# design 1

design_1/met3.png
Scale bar: 20 um.
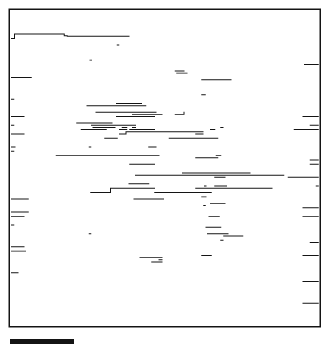

## src/rtl/imm_ext_pkg.sv

```systemverilog
// imm_ext_pkg: mode and handshake-state encodings shared by the immediate-extension unit
package imm_ext_pkg;
  localparam logic [1:0] MODE_SIGN   = 2'd0;
  localparam logic [1:0] MODE_ZERO   = 2'd1;
  localparam logic [1:0] MODE_UPPER  = 2'd2;
  localparam logic [1:0] MODE_BRANCH = 2'd3;
  typedef enum logic [1:0] {ST_EMPTY, ST_ONE, ST_FULL} state_t;
endpackage

```

## src/rtl/imm_ext_core.sv

```systemverilog
// imm_ext_core: combinational (imm, mode) -> OUT_W extended immediate
module imm_ext_core
  import imm_ext_pkg::*;
#(
  parameter int IN_W     = 16,
  parameter int OUT_W    = 32,
  parameter int BR_SHIFT = 2
) (
  input  logic [IN_W-1:0]  imm,
  input  logic [1:0]       mode,
  output logic [OUT_W-1:0] data
);
  logic [OUT_W-1:0] sx, zx;
  assign sx = {{(OUT_W-IN_W){imm[IN_W-1]}}, imm};
  assign zx = {{(OUT_W-IN_W){1'b0}}, imm};
  always_comb
    data = mode == MODE_SIGN  ? sx :
           mode == MODE_ZERO  ? zx :
           mode == MODE_UPPER ? zx << (OUT_W-IN_W) :
                                sx << BR_SHIFT;
endmodule

```

## src/rtl/imm_extend_pipe.sv

```systemverilog
// imm_extend_pipe: pipelined immediate extender with valid/ready handshake and 2-entry skid buffer
// Optional branch-overflow counter port ovf_count enabled by IMM_EXT_STATS_EN
module imm_extend_pipe
  import imm_ext_pkg::*;
#(
  parameter int IN_W     = 16,
  parameter int OUT_W    = 32,
  parameter int BR_SHIFT = 2,
  parameter int TAG_W    = 5
) (
  input  logic             clk,
  input  logic             reset_n,
  input  logic             in_valid,
  output logic             in_ready,
  input  logic [IN_W-1:0]  in_imm,
  input  logic [1:0]       in_mode,
  input  logic [TAG_W-1:0] in_tag,
  output logic             out_valid,
  input  logic             out_ready,
  output logic [OUT_W-1:0] out_data,
  output logic [TAG_W-1:0] out_tag
`ifdef IMM_EXT_STATS_EN
  , output logic [15:0]    ovf_count
`endif
);
  state_t state, state_nx;
  logic [OUT_W-1:0] ext, skid_data;
  logic [TAG_W-1:0] skid_tag;
  logic in_xfer, out_xfer, load_out, load_skid;
  imm_ext_core #(.IN_W(IN_W), .OUT_W(OUT_W), .BR_SHIFT(BR_SHIFT)) u_core (
    .imm(in_imm), .mode(in_mode), .data(ext)
  );
  assign in_xfer   = in_valid & in_ready;
  assign out_xfer  = out_valid & out_ready;
  assign out_valid = state != ST_EMPTY;
  assign load_out  = state == ST_FULL ? out_xfer : in_xfer & (state == ST_EMPTY | out_xfer);
  assign load_skid = state == ST_ONE & in_xfer & ~out_xfer;
  always_comb begin
    state_nx = state;
    case (state)
      ST_EMPTY: state_nx = in_xfer ? ST_ONE : ST_EMPTY;
      ST_ONE:   state_nx = load_skid ? ST_FULL : (out_xfer & ~in_xfer) ? ST_EMPTY : ST_ONE;
      ST_FULL:  state_nx = out_xfer ? ST_ONE : ST_FULL;
      default:  state_nx = ST_EMPTY;
    endcase
  end
  // in_ready comes straight from a flop so out_ready never reaches it combinationally
  always_ff @(posedge clk or negedge reset_n)
    if (!reset_n) begin
      state     <= ST_EMPTY;
      in_ready  <= 1'b1;
      out_data  <= '0;
      out_tag   <= '0;
      skid_data <= '0;
      skid_tag  <= '0;
    end else begin
      state    <= state_nx;
      in_ready <= state_nx != ST_FULL;
      if (load_out) begin
        out_data <= state == ST_FULL ? skid_data : ext;
        out_tag  <= state == ST_FULL ? skid_tag : in_tag;
      end
      if (load_skid) begin
        skid_data <= ext;
        skid_tag  <= in_tag;
      end
    end
`ifdef IMM_EXT_STATS_EN
  logic [OUT_W+BR_SHIFT-1:0] br_wide;
  logic [BR_SHIFT:0] br_top;
  logic ovf;
  assign br_wide = {{(OUT_W+BR_SHIFT-IN_W){in_imm[IN_W-1]}}, in_imm} << BR_SHIFT;
  assign br_top  = br_wide[OUT_W+BR_SHIFT-1:OUT_W-1];
  assign ovf     = ~(&br_top | ~|br_top);
  always_ff @(posedge clk or negedge reset_n)
    if (!reset_n) ovf_count <= '0;
    else if (in_xfer && in_mode == MODE_BRANCH && ovf && ovf_count != 16'hFFFF) ovf_count <= ovf_count + 16'd1;
`endif
endmodule

```

## config.mk

```make
export PLATFORM = sky130hd
export DESIGN_NAME = imm_extend_pipe
export DESIGN_NICKNAME = d
export VERILOG_FILES = /design/src/rtl/imm_ext_pkg.sv /design/src/rtl/imm_ext_core.sv /design/src/rtl/imm_extend_pipe.sv
export SDC_FILE = /design/constraint.sdc
export NUM_CORES = 1
export LEC_CHECK = 0
export CORE_AREA = 2 2 95 97
export DETAILED_ROUTE_END_ITERATION = 10
export DIE_AREA = 0 0 97 99
export GPL_TIMING_DRIVEN = 0
export HOLD_SLACK_MARGIN = 0.1
export PLACE_DENSITY_LB_ADDON = 0.1
export SYNTH_ARGS = -nofsm -noshare
export SYNTH_HDL_FRONTEND = slang
export SYNTH_SLANG_ARGS = --single-unit
```

## constraint.sdc

```tcl
create_clock -name clk -period 1.6 [get_ports clk]
set_input_delay 0.32 -clock clk [delete_from_list [all_inputs] [get_ports clk]]
set_output_delay 0.32 -clock clk [all_outputs]
set_load 0.02 [all_outputs]
```

# design 2

--- config.mk ---
export PLATFORM = sky130hd
export DESIGN_NAME = stream_perf_monitor
export DESIGN_NICKNAME = d
export VERILOG_FILES = /design/src/rtl/perf_mon_pkg.sv /design/src/rtl/perf_sat_cnt.sv /design/src/rtl/stream_perf_monitor.sv
export SDC_FILE = /design/constraint.sdc
export NUM_CORES = 1
export LEC_CHECK = 0
export ABC_AREA = 1
export CORE_MARGIN = 2
export CORE_UTILIZATION = 44
export DETAILED_ROUTE_END_ITERATION = 16
export MAX_ROUTING_LAYER = met4
export PLACE_DENSITY = 0.83
export SYNTH_ARGS = -nofsm -noshare
export SYNTH_HDL_FRONTEND = slang
export SYNTH_SLANG_ARGS = --single-unit
--- constraint.sdc ---
create_clock -name clk -period 2.8 [get_ports clk]
set_input_delay 0.42 -clock clk [delete_from_list [all_inputs] [get_ports clk]]
set_output_delay 0.42 -clock clk [all_outputs]
set_load 0.005 [all_outputs]
--- src/rtl/perf_mon_pkg.sv ---
// Shared types and default widths for the stream performance monitor.
// Optional stall/starve counters are enabled with PERF_MON_STALL_EN.
package perf_mon_pkg;

  localparam int unsigned PM_DATA_W = 64;
  localparam int unsigned PM_CNT_W  = 32;

  typedef enum logic [1:0] {
    PM_IDLE = 2'd0,
    PM_RUN  = 2'd1,
    PM_DONE = 2'd2
  } pm_state_e;

endpackage

--- src/rtl/perf_sat_cnt.sv ---
// Saturating event counter: clr beats load1 beats inc.
// Holds at all-ones instead of wrapping.
module perf_sat_cnt #(
  parameter int unsigned W = 32
) (
  input  logic         clk,
  input  logic         reset_n,
  input  logic         clr,
  input  logic         load1,
  input  logic         inc,
  output logic [W-1:0] cnt
);

  localparam logic [W-1:0] MAX = {W{1'b1}};
  localparam logic [W-1:0] ONE = {{(W-1){1'b0}}, 1'b1};

  always_ff @(posedge clk or negedge reset_n) begin
    if (!reset_n) begin
      cnt <= '0;
    end else if (clr) begin
      cnt <= '0;
    end else if (load1) begin
      cnt <= ONE;
    end else if (inc && (cnt != MAX)) begin
      cnt <= cnt + ONE;
    end
  end

endmodule

--- src/rtl/stream_perf_monitor.sv ---
// Zero-latency AXI-Stream probe measuring beats and cycles up to a limit.
// Define PERF_MON_STALL_EN to build the stall/starve counters.
module stream_perf_monitor
  import perf_mon_pkg::*;
#(
  parameter int unsigned DATA_W = PM_DATA_W,
  parameter int unsigned CNT_W  = PM_CNT_W
) (
  input  logic              clk,
  input  logic              reset_n,
  input  logic              enable,
  input  logic              clear,
  input  logic [CNT_W-1:0]  cnt_limit,
  input  logic              s_axis_tvalid,
  output logic              s_axis_tready,
  input  logic [DATA_W-1:0] s_axis_tdata,
  output logic              m_axis_tvalid,
  input  logic              m_axis_tready,
  output logic [DATA_W-1:0] m_axis_tdata,
  output logic [CNT_W-1:0]  data_cnt,
  output logic [CNT_W-1:0]  cycle_cnt,
  output logic [CNT_W-1:0]  stall_cnt,
  output logic [CNT_W-1:0]  starve_cnt,
  output logic              busy,
  output logic              done
);

  localparam logic [CNT_W-1:0] LIM_ONE = {{(CNT_W-1){1'b0}}, 1'b1};
  localparam logic [CNT_W:0]   NXT_ONE = {{CNT_W{1'b0}}, 1'b1};

  pm_state_e        state_q;
  pm_state_e        state_d;
  logic [CNT_W-1:0] lim_q;
  logic [CNT_W:0]   data_nxt;
  logic             beat;
  logic             idle;
  logic             run;
  logic             arm;
  logic             hit;

  assign m_axis_tvalid = s_axis_tvalid;
  assign m_axis_tdata  = s_axis_tdata;
  assign s_axis_tready = m_axis_tready;

  assign beat = s_axis_tvalid && m_axis_tready;
  assign idle = (state_q == PM_IDLE);
  assign run  = (state_q == PM_RUN);
  assign arm  = idle && beat && enable && !clear;

  // One bit wider so a saturated count or a zero limit can never match.
  assign data_nxt = {1'b0, data_cnt} + NXT_ONE;
  assign hit      = run && beat && (data_nxt == {1'b0, lim_q});

  always_comb begin
    state_d = state_q;
    unique case (state_q)
      PM_IDLE: begin
        if (arm) begin
          state_d = (cnt_limit == LIM_ONE) ? PM_DONE : PM_RUN;
        end
      end
      PM_RUN: begin
        if (hit) begin
          state_d = PM_DONE;
        end
      end
      PM_DONE: state_d = PM_DONE;
      default: state_d = PM_IDLE;
    endcase
    if (clear) begin
      state_d = PM_IDLE;
    end
  end

  always_ff @(posedge clk or negedge reset_n) begin
    if (!reset_n) begin
      state_q <= PM_IDLE;
    end else begin
      state_q <= state_d;
    end
  end

  always_ff @(posedge clk or negedge reset_n) begin
    if (!reset_n) begin
      lim_q <= '0;
    end else if (arm) begin
      lim_q <= cnt_limit;
    end
  end

  assign busy = run;
  assign done = (state_q == PM_DONE);

  perf_sat_cnt #(.W(CNT_W)) u_data_cnt (
    .clk     (clk),
    .reset_n (reset_n),
    .clr     (clear),
    .load1   (arm),
    .inc     (run && beat),
    .cnt     (data_cnt)
  );

  perf_sat_cnt #(.W(CNT_W)) u_cycle_cnt (
    .clk     (clk),
    .reset_n (reset_n),
    .clr     (clear),
    .load1   (arm),
    .inc     (run),
    .cnt     (cycle_cnt)
  );

`ifdef PERF_MON_STALL_EN
  perf_sat_cnt #(.W(CNT_W)) u_stall_cnt (
    .clk     (clk),
    .reset_n (reset_n),
    .clr     (clear),
    .load1   (1'b0),
    .inc     (run && s_axis_tvalid && !m_axis_tready),
    .cnt     (stall_cnt)
  );

  perf_sat_cnt #(.W(CNT_W)) u_starve_cnt (
    .clk     (clk),
    .reset_n (reset_n),
    .clr     (clear),
    .load1   (1'b0),
    .inc     (run && !s_axis_tvalid && m_axis_tready),
    .cnt     (starve_cnt)
  );
`else
  assign stall_cnt  = '0;
  assign starve_cnt = '0;
`endif

endmodule

# design 3

$ cat src/rtl/dw_adapter_pkg.sv
`default_nettype none
// ============================================================================
// Module      : dw_adapter_pkg
// Description : Shared types and helpers for the width downsizer.
//               dw_state_t - IDLE (no word held) / SHIFT (word being emitted)
//               cnt_width  - counter width able to hold 0..lanes
// Revision    : 1.0 - initial release
// ============================================================================
package dw_adapter_pkg;

  typedef enum logic [0:0] {
    ST_IDLE  = 1'b0,
    ST_SHIFT = 1'b1
  } dw_state_t;

  // max(1, clog2(lanes+1)): the counter must represent both 0 and 'lanes'.
  function automatic int cnt_width(input int lanes);
    int w;
    w = $clog2(lanes + 1);
    return (w < 1) ? 1 : w;
  endfunction

endpackage
`default_nettype wire

$ cat src/rtl/width_downsizer_if.sv
`default_nettype none
// ============================================================================
// Module      : width_downsizer_if
// Description : Handshake bundle of the width downsizer.
//               Upstream : parallel_valid_i / parallel_ready_o / parallel_i /
//                          lanes_i
//               Downstream: serial_valid_o / serial_ready_i / serial_o /
//                          serial_last_o
//               Misc     : clk_en_i (clock enable), busy_o
//               slave  modport - the downsizer itself
//               master modport - the environment driving the downsizer
// Revision    : 1.0 - initial release
// ============================================================================
interface width_downsizer_if #(
  parameter int WORD_WIDTH = 32,
  parameter int LANE_WIDTH = 8
);
  import dw_adapter_pkg::*;

  localparam int CNT_W = cnt_width(WORD_WIDTH / LANE_WIDTH);

  logic                  clk_en_i;
  logic                  parallel_valid_i;
  logic                  parallel_ready_o;
  logic [WORD_WIDTH-1:0] parallel_i;
  logic [CNT_W-1:0]      lanes_i;
  logic                  serial_valid_o;
  logic                  serial_ready_i;
  logic [LANE_WIDTH-1:0] serial_o;
  logic                  serial_last_o;
  logic                  busy_o;

  modport slave (
    input  clk_en_i, parallel_valid_i, parallel_i, lanes_i, serial_ready_i,
    output parallel_ready_o, serial_valid_o, serial_o, serial_last_o, busy_o
  );

  modport master (
    output clk_en_i, parallel_valid_i, parallel_i, lanes_i, serial_ready_i,
    input  parallel_ready_o, serial_valid_o, serial_o, serial_last_o, busy_o
  );

endinterface
`default_nettype wire

$ cat src/rtl/lane_counter.sv
`default_nettype none
// ============================================================================
// Module      : lane_counter
// Description : Remaining-lane counter. Load has priority over decrement;
//               decrement saturates at zero.
//               clk, rst       - clock, asynchronous active-high reset
//               i_en           - clock enable
//               i_load         - load i_load_value
//               i_dec          - decrement by one
//               o_count        - current count
//               o_zero         - count is zero
// Revision    : 1.0 - initial release
// ============================================================================
module lane_counter #(
  parameter int CNT_W = 3
) (
  input  wire              clk,
  input  wire              rst,
  input  wire              i_en,
  input  wire              i_load,
  input  wire  [CNT_W-1:0] i_load_value,
  input  wire              i_dec,
  output logic [CNT_W-1:0] o_count,
  output logic             o_zero
);

  logic [CNT_W-1:0] r_count;

  always_ff @(posedge clk or posedge rst) begin
    if (rst) begin
      r_count <= '0;
    end else if (i_en) begin
      if (i_load) begin
        r_count <= i_load_value;
      end else if (i_dec && (r_count != '0)) begin
        r_count <= r_count - CNT_W'(1);
      end
    end
  end

  assign o_count = r_count;
  assign o_zero  = (r_count == '0);

endmodule
`default_nettype wire

$ cat src/rtl/width_downsizer.sv
`default_nettype none
// ============================================================================
// Module      : width_downsizer
// Description : Serialises a WORD_WIDTH parallel word into LANE_WIDTH beats
//               with valid/ready handshakes on both sides. A new word can be
//               accepted in the same cycle the final lane of the previous one
//               is taken, so back-to-back words stream without a bubble.
//               clk_i  - clock (rising edge)
//               rst_i  - asynchronous active-high reset
//               bus    - width_downsizer_if.slave (handshakes, data, busy_o)
// Revision    : 1.0 - initial release
// ============================================================================
module width_downsizer
  import dw_adapter_pkg::*;
#(
  parameter int WORD_WIDTH = 32,
  parameter int LANE_WIDTH = 8,
  parameter int MSB_FIRST  = 0
) (
  input  wire               clk_i,
  input  wire               rst_i,
  width_downsizer_if.slave  bus
);

  localparam int c_lanes = WORD_WIDTH / LANE_WIDTH;
  localparam int c_cnt_w = cnt_width(c_lanes);

  if ((WORD_WIDTH % LANE_WIDTH) != 0) begin : g_bad_ratio
    $error("width_downsizer: WORD_WIDTH must be a multiple of LANE_WIDTH");
  end

  dw_state_t             r_state;
  dw_state_t             w_state_next;
  logic [WORD_WIDTH-1:0] r_shift;
  logic [WORD_WIDTH-1:0] w_shifted;
  logic [LANE_WIDTH-1:0] w_lane;
  logic [c_cnt_w-1:0]    w_count;
  logic [c_cnt_w-1:0]    w_lanes_eff;
  logic                  w_zero;
  logic                  w_valid;
  logic                  w_last;
  logic                  w_dn;
  logic                  w_ready;
  logic                  w_up;

  // 0 or an out-of-range request means "the whole word".
  assign w_lanes_eff = ((bus.lanes_i == '0) || (bus.lanes_i > c_cnt_w'(c_lanes)))
                       ? c_cnt_w'(c_lanes) : bus.lanes_i;

  assign w_up = bus.parallel_valid_i && w_ready;

  lane_counter #(
    .CNT_W (c_cnt_w)
  ) u_lane_counter (
    .clk          (clk_i),
    .rst          (rst_i),
    .i_en         (bus.clk_en_i),
    .i_load       (w_up),
    .i_load_value (w_lanes_eff),
    .i_dec        (w_dn),
    .o_count      (w_count),
    .o_zero       (w_zero)
  );

  // State register
  always_ff @(posedge clk_i or posedge rst_i) begin
    if (rst_i) begin
      r_state <= ST_IDLE;
    end else if (bus.clk_en_i) begin
      r_state <= w_state_next;
    end
  end

  // Next-state logic
  always_comb begin
    w_state_next = r_state;
    case (r_state)
      ST_IDLE: begin
        if (w_up) w_state_next = ST_SHIFT;
      end
      ST_SHIFT: begin
        // A concurrent load keeps us in SHIFT; an empty counter while
        // shifting can only follow a corrupted state and is recovered here.
        if (w_up) begin
          w_state_next = ST_SHIFT;
        end else if ((w_dn && w_last) || w_zero) begin
          w_state_next = ST_IDLE;
        end
      end
      default: w_state_next = ST_IDLE;
    endcase
  end

  // Output / handshake logic
  always_comb begin
    w_valid = (r_state == ST_SHIFT);
    w_last  = w_valid && (w_count == c_cnt_w'(1));
    w_dn    = w_valid && bus.serial_ready_i && bus.clk_en_i;
    w_ready = bus.clk_en_i && (!w_valid || (w_dn && w_last));
  end

  // The output lane sits at one end of the register; shifting toward it with
  // zero fill brings the next lane into place. With MSB-first and a short
  // word, the top lanes are the ones emitted.
  if (MSB_FIRST != 0) begin : g_msb_first
    assign w_lane    = r_shift[WORD_WIDTH-1 -: LANE_WIDTH];
    assign w_shifted = r_shift << LANE_WIDTH;
  end else begin : g_lsb_first
    assign w_lane    = r_shift[LANE_WIDTH-1:0];
    assign w_shifted = r_shift >> LANE_WIDTH;
  end

  always_ff @(posedge clk_i or posedge rst_i) begin
    if (rst_i) begin
      r_shift <= '0;
    end else if (w_up) begin
      r_shift <= bus.parallel_i;
    end else if (w_dn) begin
      r_shift <= w_shifted;
    end
  end

  assign bus.parallel_ready_o = w_ready;
  assign bus.serial_valid_o   = w_valid;
  assign bus.busy_o           = w_valid;
  assign bus.serial_last_o    = w_last;
  assign bus.serial_o         = w_lane;

endmodule
`default_nettype wire

$ cat src/flat_wrapper.sv
// flat-port wrapper written by rule: the top's interface ports become plain ports
module width_downsizer_flat import dw_adapter_pkg::*;
#(
  parameter int WORD_WIDTH = 32,
  parameter int LANE_WIDTH = 8,
  parameter int MSB_FIRST  = 0
)
  (clk_i, rst_i, bus_clk_en_i, bus_parallel_valid_i, bus_parallel_i, bus_lanes_i, bus_serial_ready_i, bus_parallel_ready_o, bus_serial_valid_o, bus_serial_o, bus_serial_last_o, bus_busy_o);
  width_downsizer_if #(.WORD_WIDTH(WORD_WIDTH), .LANE_WIDTH(LANE_WIDTH)) bus_i ();
  input  wire clk_i;
  input  wire rst_i;
  input wire logic [$bits(bus_i.clk_en_i)-1:0] bus_clk_en_i;
  input wire logic [$bits(bus_i.parallel_valid_i)-1:0] bus_parallel_valid_i;
  input wire logic [$bits(bus_i.parallel_i)-1:0] bus_parallel_i;
  input wire logic [$bits(bus_i.lanes_i)-1:0] bus_lanes_i;
  input wire logic [$bits(bus_i.serial_ready_i)-1:0] bus_serial_ready_i;
  output wire logic [$bits(bus_i.parallel_ready_o)-1:0] bus_parallel_ready_o;
  output wire logic [$bits(bus_i.serial_valid_o)-1:0] bus_serial_valid_o;
  output wire logic [$bits(bus_i.serial_o)-1:0] bus_serial_o;
  output wire logic [$bits(bus_i.serial_last_o)-1:0] bus_serial_last_o;
  output wire logic [$bits(bus_i.busy_o)-1:0] bus_busy_o;
  assign bus_i.clk_en_i = bus_clk_en_i;
  assign bus_i.parallel_valid_i = bus_parallel_valid_i;
  assign bus_i.parallel_i = bus_parallel_i;
  assign bus_i.lanes_i = bus_lanes_i;
  assign bus_i.serial_ready_i = bus_serial_ready_i;
  assign bus_parallel_ready_o = bus_i.parallel_ready_o;
  assign bus_serial_valid_o = bus_i.serial_valid_o;
  assign bus_serial_o = bus_i.serial_o;
  assign bus_serial_last_o = bus_i.serial_last_o;
  assign bus_busy_o = bus_i.busy_o;
  width_downsizer #(.WORD_WIDTH(WORD_WIDTH), .LANE_WIDTH(LANE_WIDTH), .MSB_FIRST(MSB_FIRST)) u_core (.clk_i(clk_i), .rst_i(rst_i), .bus(bus_i));
endmodule
$ cat config.mk
export PLATFORM = sky130hd
export DESIGN_NAME = width_downsizer_flat
export DESIGN_NICKNAME = d
export VERILOG_FILES = /design/src/rtl/dw_adapter_pkg.sv /design/src/rtl/width_downsizer_if.sv /design/src/rtl/lane_counter.sv /design/src/rtl/width_downsizer.sv /design/src/flat_wrapper.sv
export SDC_FILE = /design/constraint.sdc
export NUM_CORES = 1
export LEC_CHECK = 0
export CAP_MARGIN = 20
export CORE_ASPECT_RATIO = 1.1
export CORE_UTILIZATION = 25
export CTS_BUF_LIST = sky130_fd_sc_hd__clkbuf_4 sky130_fd_sc_hd__clkbuf_8
export DETAILED_ROUTE_END_ITERATION = 8
export GPL_TIMING_DRIVEN = 0
export PLACE_DENSITY = 0.44
export SLEW_MARGIN = 20
export SYNTH_ARGS = -nofsm -noshare
export SYNTH_HDL_FRONTEND = slang
export SYNTH_HIERARCHICAL = 1
export SYNTH_SLANG_ARGS = --single-unit
$ cat constraint.sdc
create_clock -name clk_i -period 3.1 [get_ports clk_i]
set_clock_uncertainty 0.1 [all_clocks]
set_input_delay 0.31 -clock clk_i [delete_from_list [all_inputs] [get_ports clk_i]]
set_output_delay 0.31 -clock clk_i [all_outputs]
set_load 0.01 [all_outputs]
# design 4

File: config.mk
export PLATFORM = sky130hd
export DESIGN_NAME = decoder3_8_seq
export DESIGN_NICKNAME = d
export VERILOG_FILES = /design/src/rtl/decoder_pkg.sv /design/src/rtl/dwell_timer.sv /design/src/rtl/decoder3_8_seq.sv
export SDC_FILE = /design/constraint.sdc
export NUM_CORES = 1
export LEC_CHECK = 0
export CAP_MARGIN = 10
export CORE_MARGIN = 2
export CORE_UTILIZATION = 51
export DETAILED_ROUTE_END_ITERATION = 8
export MAX_ROUTING_LAYER = met4
export PLACE_DENSITY_LB_ADDON = 0.05
export SKIP_CTS_REPAIR_TIMING = 1
export SYNTH_ARGS = -nofsm -noshare
export SYNTH_HDL_FRONTEND = slang
export SYNTH_SLANG_ARGS = --single-unit
File: constraint.sdc
create_clock -name clk -period 3 [get_ports clk]
set_input_delay 0.3 -clock clk [delete_from_list [all_inputs] [get_ports clk]]
set_output_delay 0.3 -clock clk [all_outputs]
set_load 0.05 [all_outputs]
File: src/rtl/decoder_pkg.sv
// Shared types and constants for the sequenced 3-to-8 active-low decoder.
// Also provides the one-cold decode helper used by the top level.
package decoder_pkg;

   localparam int unsigned CODE_W   = 3;
   localparam int unsigned ONEHOT_W = 8;

   localparam logic [ONEHOT_W-1:0] IDLE_PATTERN = 8'hFF;

   typedef enum logic [1:0] {
      IDLE,
      HOLD,
      GAP
   } state_e;

   // Drives exactly one line low; all others stay at the idle (high) level.
   function automatic logic [ONEHOT_W-1:0] decode_low(input logic [CODE_W-1:0] c);
      logic [ONEHOT_W-1:0] o;
      o    = IDLE_PATTERN;
      o[c] = 1'b0;
      return o;
   endfunction

endpackage

File: src/rtl/dwell_timer.sv
// Loadable down-counter that times the hold phase of each decoded code.
// expire_o flags the final hold cycle (count of one).
module dwell_timer #(
   parameter int unsigned DWELL_W = 8
) (
   input  logic               clk,
   input  logic               rst_n,
   input  logic               clear_i,
   input  logic               load_i,
   input  logic [DWELL_W-1:0] load_val_i,
   input  logic               dec_i,
   output logic [DWELL_W-1:0] value_o,
   output logic               expire_o
);

   logic [DWELL_W-1:0] count_d, count_q;

   always_comb begin
      count_d = count_q;
      if (clear_i) begin
         count_d = '0;
      end else if (load_i) begin
         count_d = load_val_i;
      end else if (dec_i && (count_q != '0)) begin
         count_d = count_q - DWELL_W'(1);
      end
   end

   always_ff @(posedge clk or negedge rst_n) begin
      if (!rst_n) begin
         count_q <= '0;
      end else begin
         count_q <= count_d;
      end
   end

   assign value_o  = count_q;
   assign expire_o = (count_q == DWELL_W'(1));

endmodule

File: src/rtl/decoder3_8_seq.sv
// Sequenced 3-to-8 decoder: each accepted or scanned code pulls one line low for a
// programmable dwell, then a one-cycle all-high guard gap follows.
module decoder3_8_seq
   import decoder_pkg::*;
#(
   parameter int unsigned DWELL_W = 8
) (
   input  logic                clk,
   input  logic                rst_n,
   input  logic                E,
   input  logic                code_valid,
   output logic                code_ready,
   input  logic [CODE_W-1:0]   code,
   input  logic [DWELL_W-1:0]  dwell,
   input  logic                scan_en,
   output logic [ONEHOT_W-1:0] O,
   output logic                busy,
   output logic                done
);

   state_e              state_d, state_q;
   logic [CODE_W-1:0]   code_d, code_q;
   logic [CODE_W-1:0]   scan_ptr_d, scan_ptr_q;
   logic [DWELL_W-1:0]  dwell_eff;
   logic [DWELL_W-1:0]  timer_value;
   logic                timer_expire;
   logic                timer_load, timer_dec, timer_clear;

   assign dwell_eff = (dwell == '0) ? DWELL_W'(1) : dwell;

   always_comb begin
      state_d     = state_q;
      code_d      = code_q;
      scan_ptr_d  = scan_ptr_q;
      timer_load  = 1'b0;
      timer_dec   = 1'b0;
      timer_clear = 1'b0;
      if (E) begin
         // Abort: drop straight to IDLE without a done pulse.
         state_d     = IDLE;
         timer_clear = 1'b1;
      end else begin
         case (state_q)
            IDLE, GAP: begin
               if (scan_en) begin
                  code_d     = scan_ptr_q;
                  scan_ptr_d = scan_ptr_q + CODE_W'(1);
                  timer_load = 1'b1;
                  state_d    = HOLD;
               end else if (code_valid) begin
                  code_d     = code;
                  timer_load = 1'b1;
                  state_d    = HOLD;
               end else begin
                  state_d = IDLE;
               end
            end
            HOLD: begin
               timer_dec = (timer_value != '0);
               if (timer_expire) begin
                  state_d = GAP;
               end
            end
            default: state_d = IDLE;
         endcase
      end
   end

   always_ff @(posedge clk or negedge rst_n) begin
      if (!rst_n) begin
         state_q    <= IDLE;
         code_q     <= '0;
         scan_ptr_q <= '0;
      end else begin
         state_q    <= state_d;
         code_q     <= code_d;
         scan_ptr_q <= scan_ptr_d;
      end
   end

   dwell_timer #(
      .DWELL_W (DWELL_W)
   ) u_dwell_timer (
      .clk        (clk),
      .rst_n      (rst_n),
      .clear_i    (timer_clear),
      .load_i     (timer_load),
      .load_val_i (dwell_eff),
      .dec_i      (timer_dec),
      .value_o    (timer_value),
      .expire_o   (timer_expire)
   );

   // rst_n gates ready so no handshake can complete while reset is held.
   always_comb begin
      code_ready = rst_n && !E && !scan_en && ((state_q == IDLE) || (state_q == GAP));
      busy       = !E && (state_q == HOLD);
      done       = !E && (state_q == GAP);
      O          = busy ? decode_low(code_q) : IDLE_PATTERN;
   end

endmodule

design_3/final_congestion.png
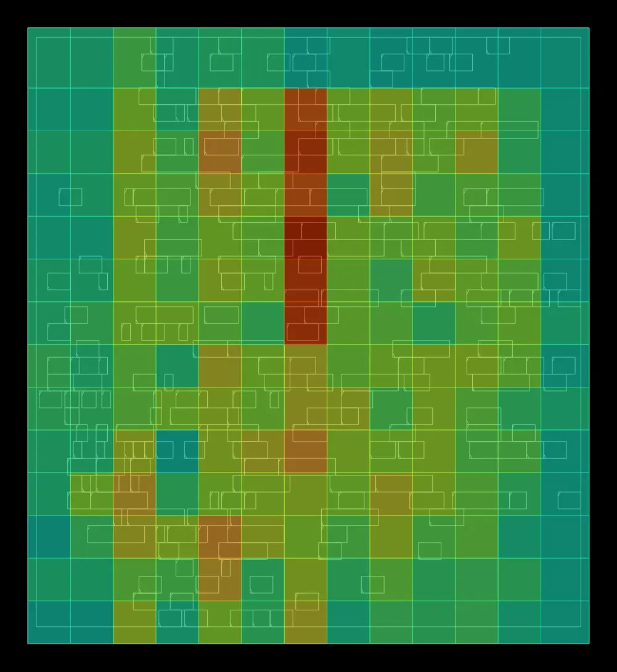
grt met3 use: 0.0313
share of the core filled with cells: 0.351

==> summary.txt, design 3 <==
Figures from the flow reports.

STA:
- Setup repair after global routing left no endpoint under its margin.
- The final layout reports a setup TNS of 0 ns.
- The run gives the transition time at the pin with the least slew margin as 0.439 ns.

Floorplanning:
- At the floorplan stage, the core utilization is reported as 0.258.

Run status:
- The run finished with clean final reports.

Synth:
- The run gives the total of warnings raised by yosys as 6.
- The run puts the number of distinct standard cells referenced by the synthesized netlist at 25.
- The run gives the synthesized-area fraction occupied by adder cells as 0.0174.

Cells and area:
- The run puts the multi-input gate count at 91.
- After the flow finishes, the layout carries non-filler instances totaling 333.
- Measured on the final layout, buffering overhead outside the clock network stands at 0.229.
- The run puts the area used by multi-input combinational logic at 0.00104 mm^2.

Route:
- Summed over all nets, wire length on met2 after detailed routing comes to 2.02 mm.
- The run gives the detailed-route vias per instance as 3.91.
- The routed layout has 1301 vias.

Global routing:
- The run puts the via count of the first global-routing pass at 1338.
- The run gives the met2 capacity usage during global routing as 0.160.

Clocking:
- TritonCTS built the clock tree.
- The run gives the H-tree level count as 2.

Placed design:
- Once detailed placement completed, the half-perimeter wirelength came to 3.09 mm.

Power and ir drop:
- The dominant power group in this design is combinational logic.
- The script extracted a total leakage power of 1.51 nW.

Critical path:
- The run puts the critical path required time at 2.69 ns.
## design 3: state kept, by name (all words and copies together), names as in the netlist
register	cells
u_core/r_shift	32
u_core/bus.busy_o	1
u_core/u_lane_counter/o_count	3
## design 3: critical path, stage by stage (launching register included)
cell and delay (ns):
sky130_fd_sc_hd__dfrtp_1 0.48, sky130_fd_sc_hd__inv_1 0.14, sky130_fd_sc_hd__nor4b_1 0.33, sky130_fd_sc_hd__clkdlybuf4s50_1 0.59
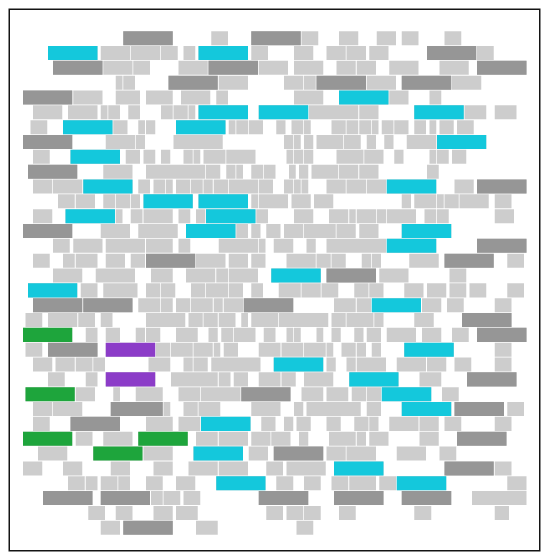
design_1/registers.png
Other sequential cells in the stronger grey, the rest of the logic in the fainter grey.
colour	netlist name	flops
cyan	skid_data	32
green	skid_tag	5
purple	state	2

Notes on design_1/met3.png above:
nets with wire on the layer	66
main direction	horizontal
longest straight run	46.5 um
share of all routed wire	4.8%

==> summary.txt, design 1 <==
Figures from the flow reports.

Global routing:
- The run gives the met2 capacity usage during global routing as 0.392.

Run status:
- The checks that failed: negative setup slack.
- The flow ran to the end, but the final reports show violations.

Cells and area:
- Leaving out fill and tap cells, the most frequent cells in the layout are 76 x sky130_fd_sc_hd__dfrtp_1, 47 x sky130_fd_sc_hd__mux2_4, 38 x sky130_fd_sc_hd__dlygate4sd2_1, 22 x sky130_fd_sc_hd__buf_6, 21 x sky130_fd_sc_hd__mux2i_1.
- Among logic cells in the layout, the one with the most instances is sky130_fd_sc_hd__dfrtp_1.
- The run puts the fraction of layout cells with a size suffix above 1 at 0.302.
- Per the layout area report, the sequential fraction of cell area is 0.332.

STA:
- The run gives the worst setup skew after layout as 0.0115 ns.
- Per the slew report, the remaining headroom to the max-slew limit stands at 0.649.
- In the final report, the number of pins over their slew limit comes to 0.
- Endpoints with negative setup slack in the final report add up to 54.
- Once routing completed, OpenROAD measured the worst setup slack at -0.102 ns.

Synth:
- The run gives the share of flip-flops with an asynchronous set or reset after synthesis as 1.00.
- The run puts the total of warnings raised by yosys at 0.
- The run gives the register bit total from synthesis as 77.

Floorplanning:
- The run gives the die boundary width as 97 um.

Power and ir drop:
- The leakage power in the latest report is 2.79 nW.

Clocking:
- Per the CTS log, the root buffer master is sky130_fd_sc_hd__clkbuf_8.

Route:
- The run puts the detailed-route vias per instance at 5.98.
## design 1: power by group
part	switching, W	total (W)	leakage [nW]	internal, W
Combinational	0.00220	0.00485	1.71	0.00265
Sequential	0.000537	0.00341	0.958	0.00288
Clock	0.000726	0.00169	0.116	0.000960
Total	0.00346	0.00995	2.79	0.00649
## design 1: registers in the layout (all words and copies together), names as in the netlist
signal,cells
in_ready,1
out_data,32
out_tag,5
skid_data,32
skid_tag,5
state,2
## design 1: kinds of logic after synthesis
logic type	after synthesis
buffers and inverters	41
and+or+nand+nor	85
AOI/OAI and AO/OA	90
DFF	77
muxes	71
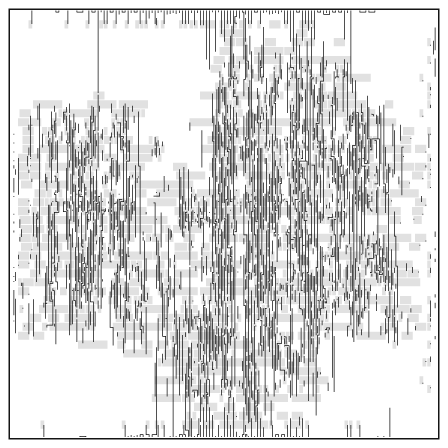
design_2/met2.png
wire length on this layer	8680 um
main direction	vertical
share of all routed wire	46%
longest straight run	55.4 um
nets with wire on the layer	973

==> summary.txt, design 2 <==
Figures from the flow reports.

Critical path:
- The critical path is of the flip-flop to flip-flop type.
- The run gives the delay of the slowest cell on the worst path as 0.43 ns.

Cells and area:
- The filler cells instantiated in the layout total 1539.
- The run gives the number of clock-tree buffers in the layout as 13.
- The run gives the area used by sequential logic in the layout as 0.00245 mm^2.
- The run puts the number of diodes at 0.
- The run gives the count of buffers not belonging to the clock network in the layout as 114.
- Summing all multi-input logic gate instances after layout gives 0.00342 mm^2.

Job:
- Across all stage logs, warnings added up to 29.

Hold path:
- The run gives the class of the most critical hold timing path as primary input to asynchronous set/reset pin.

Route:
- The run puts the first-iteration detailed-routing DRC count at 489.
- Wire segments on met3 add up to 1.66 mm in the final route.
- The final route contains 6645 vias.
- The run gives the wire length on met1 as 7.87 mm.
- The routed layout reports a DRC error count of 0.

Run status:
- The run finished with clean final reports.

Synth:
- By instance count, the leading cell after synthesis is sky130_fd_sc_hd__nand2_1.
- The run gives the area share of and/or/nand/nor cells after synthesis as 0.343.
- After synthesis, the netlist uses 39 different library cells.
- The run puts the register bit total from synthesis at 98.

Floorplanning:
- The run gives the top-level port count as 298.
- The run gives the die boundary width as 131 um.

Placed design:
- The run puts the number of placed instances, taps included at 1273.
- The run puts the global placer's final weighted congestion at 0.966.

Power and ir drop:
- The run gives the maximum vdd drop as 0.309 mV.
- Per report_power, the top consumer among the power groups is sequential cells.
- Power spread over the standard cell area amounts to 432 mW/mm^2.

STA:
- Across the routed clock network, the largest skew measured is 0.0123 ns.
## design 2: cells in the final DEF (no fill, tap or decap), drive strengths merged
cell type,n
clkbuf,13
o211ai,1
o22ai,29
conb,64
nand3b,10
clkinvlp,1
a211oi,1
o21a,3
inv,105
o41ai,1
nor4,11
and3,1
nand4,12
a31oi,1
or2,2
nor2,106
nor3,14
clkinv,3
nand3,76
dfrtp,98
xor2,5
or4,1
nor3b,2
a21oi,27
xnor2,1
o21ai,50
nand2,314
clkdlybuf4s50,104
ha,6
buf,10
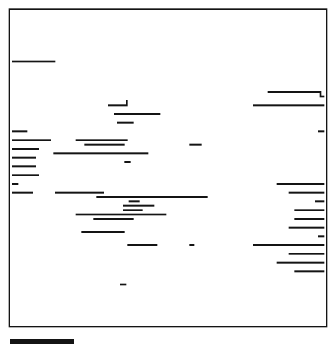
design_4/met3.png
Scale bar: 10 um.
nets with wire on the layer	36
share of all routed wire	8.3%
main direction	horizontal
longest straight run	17.0 um

==> summary.txt, design 4 <==
Figures from the flow reports.

Cells and area:
- The area taken by multi-input combinational cells is reported as 608 um^2.
- The run gives the number of flip-flops under the largest register name as 8.
- After the last flow step, the layout net total stands at 163.
- The run puts the multi-input gate count at 88.
- The library cells used most frequently in the layout, excluding fill and tap cells, are 25 x sky130_fd_sc_hd__clkdlybuf4s50_1, 16 x sky130_fd_sc_hd__dfrtp_1, 12 x sky130_fd_sc_hd__nand2_1, 10 x sky130_fd_sc_hd__nor2_1.
- Relative to the synthesized area, the layout overhead comes to 31.2%.
- The layout summary lists the proportion of cells stronger than drive strength 1 as 0.128.

Power and ir drop:
- The run puts the clock group share of total power at 0.121.
- Power spread over the standard cell area amounts to 667 mW/mm^2.

Critical path:
- The critical path goes through clkdlybuf4s50_1, nor3b_2, nor2b_1, nand3_1, clkdlybuf4s50_1.
- The critical path starts at E.
- STA classifies the critical path startpoint as a primary input.
- The worst setup path is captured at an output pin.

Route:
- The run puts the wire length after detailed routing at 2.62 mm.
- The run gives the detailed-route vias per instance as 6.12.

Placed design:
- The run puts the number of placed instances, taps included at 165.

Synth:
- In this run, synthesis inferred 0 flip-flops with an integrated enable.
- Sorting the synthesized cells by area gives the leading types as sky130_fd_sc_hd__dfrtp_1 39%, sky130_fd_sc_hd__ha_1 4.8%, sky130_fd_sc_hd__nand2_1 4.3%.
- The run gives the top cell type's share of synthesized area as 0.385.

Floorplanning:
- The run puts the full die area at 0.00242 mm^2.
- The run puts the placeable core region at 0.00194 mm^2.
- The run puts the tap cell count at 27.

Run status:
- The run finished with clean final reports.
## design 4: per-layer routing
metal | global-route usage | up-vias
li1 | - | 477
met1 | 0.287 | 485
met2 | 0.396 | 58
met3 | 0.0491 | 8
met4 | 0.138 | 0
met5 | - | -
## design 4: kinds of logic (layout without fill, tap and decap cells)
logic type	after synthesis	after routing	share of synthesized area
AND/OR/NAND/NOR	49	49	0.268
AND-OR/OR-AND	26	26	0.183
flip-flops	16	16	0.385
buffers and inverters	8	37	0.0301
multiplexers	6	6	0.0602
adder cells (fa/ha/maj)	4	4	0.0481
XOR/XNOR	3	3	0.0253


## Gallery

Gate-type map.
picture 1
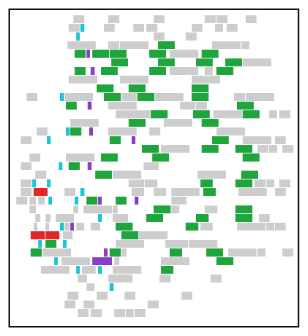
picture 2
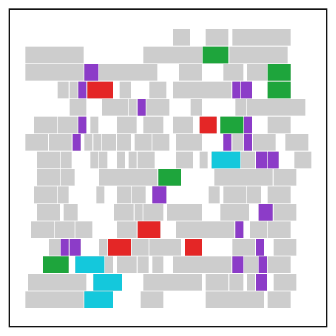
picture 3
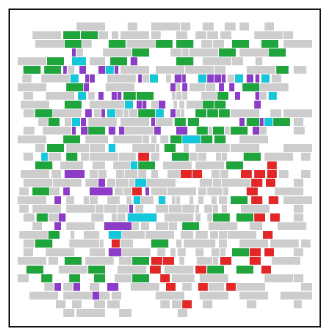
picture 4
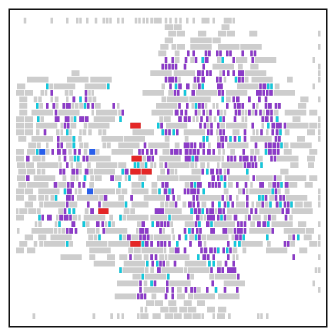
design 3 -> picture 1
design 4 -> picture 2
design 2 -> picture 4
design 1 -> picture 3

Key to picture 2:
colour	family	cells
purple	NAND gates	21
cyan	adder and majority cells	4
green	multiplexers	6
red	AND-OR and OR-AND gates	5


==> gallery <==
Met2 routing.
Plate I
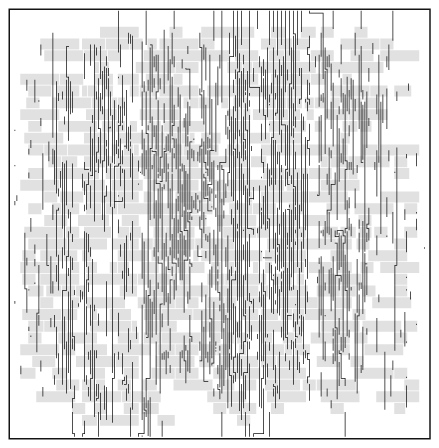
Plate II
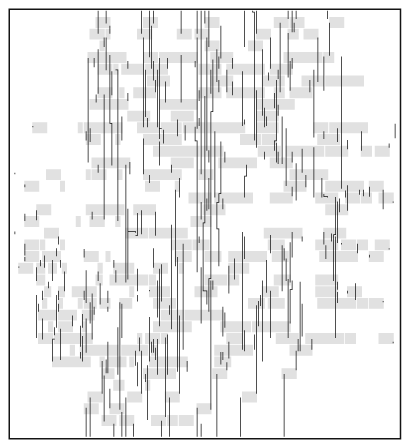
Plate III
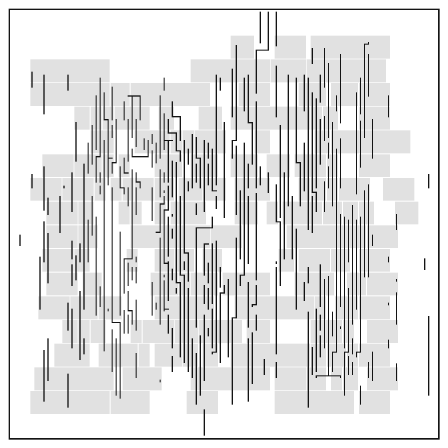
design 4 -> Plate III
design 3 -> Plate II
design 1 -> Plate I

Key to Plate III:
main direction	vertical
nets with wire on the layer	149
longest straight run	24.1 um

No activity file was given, so power comes from the tool's default toggle rates.
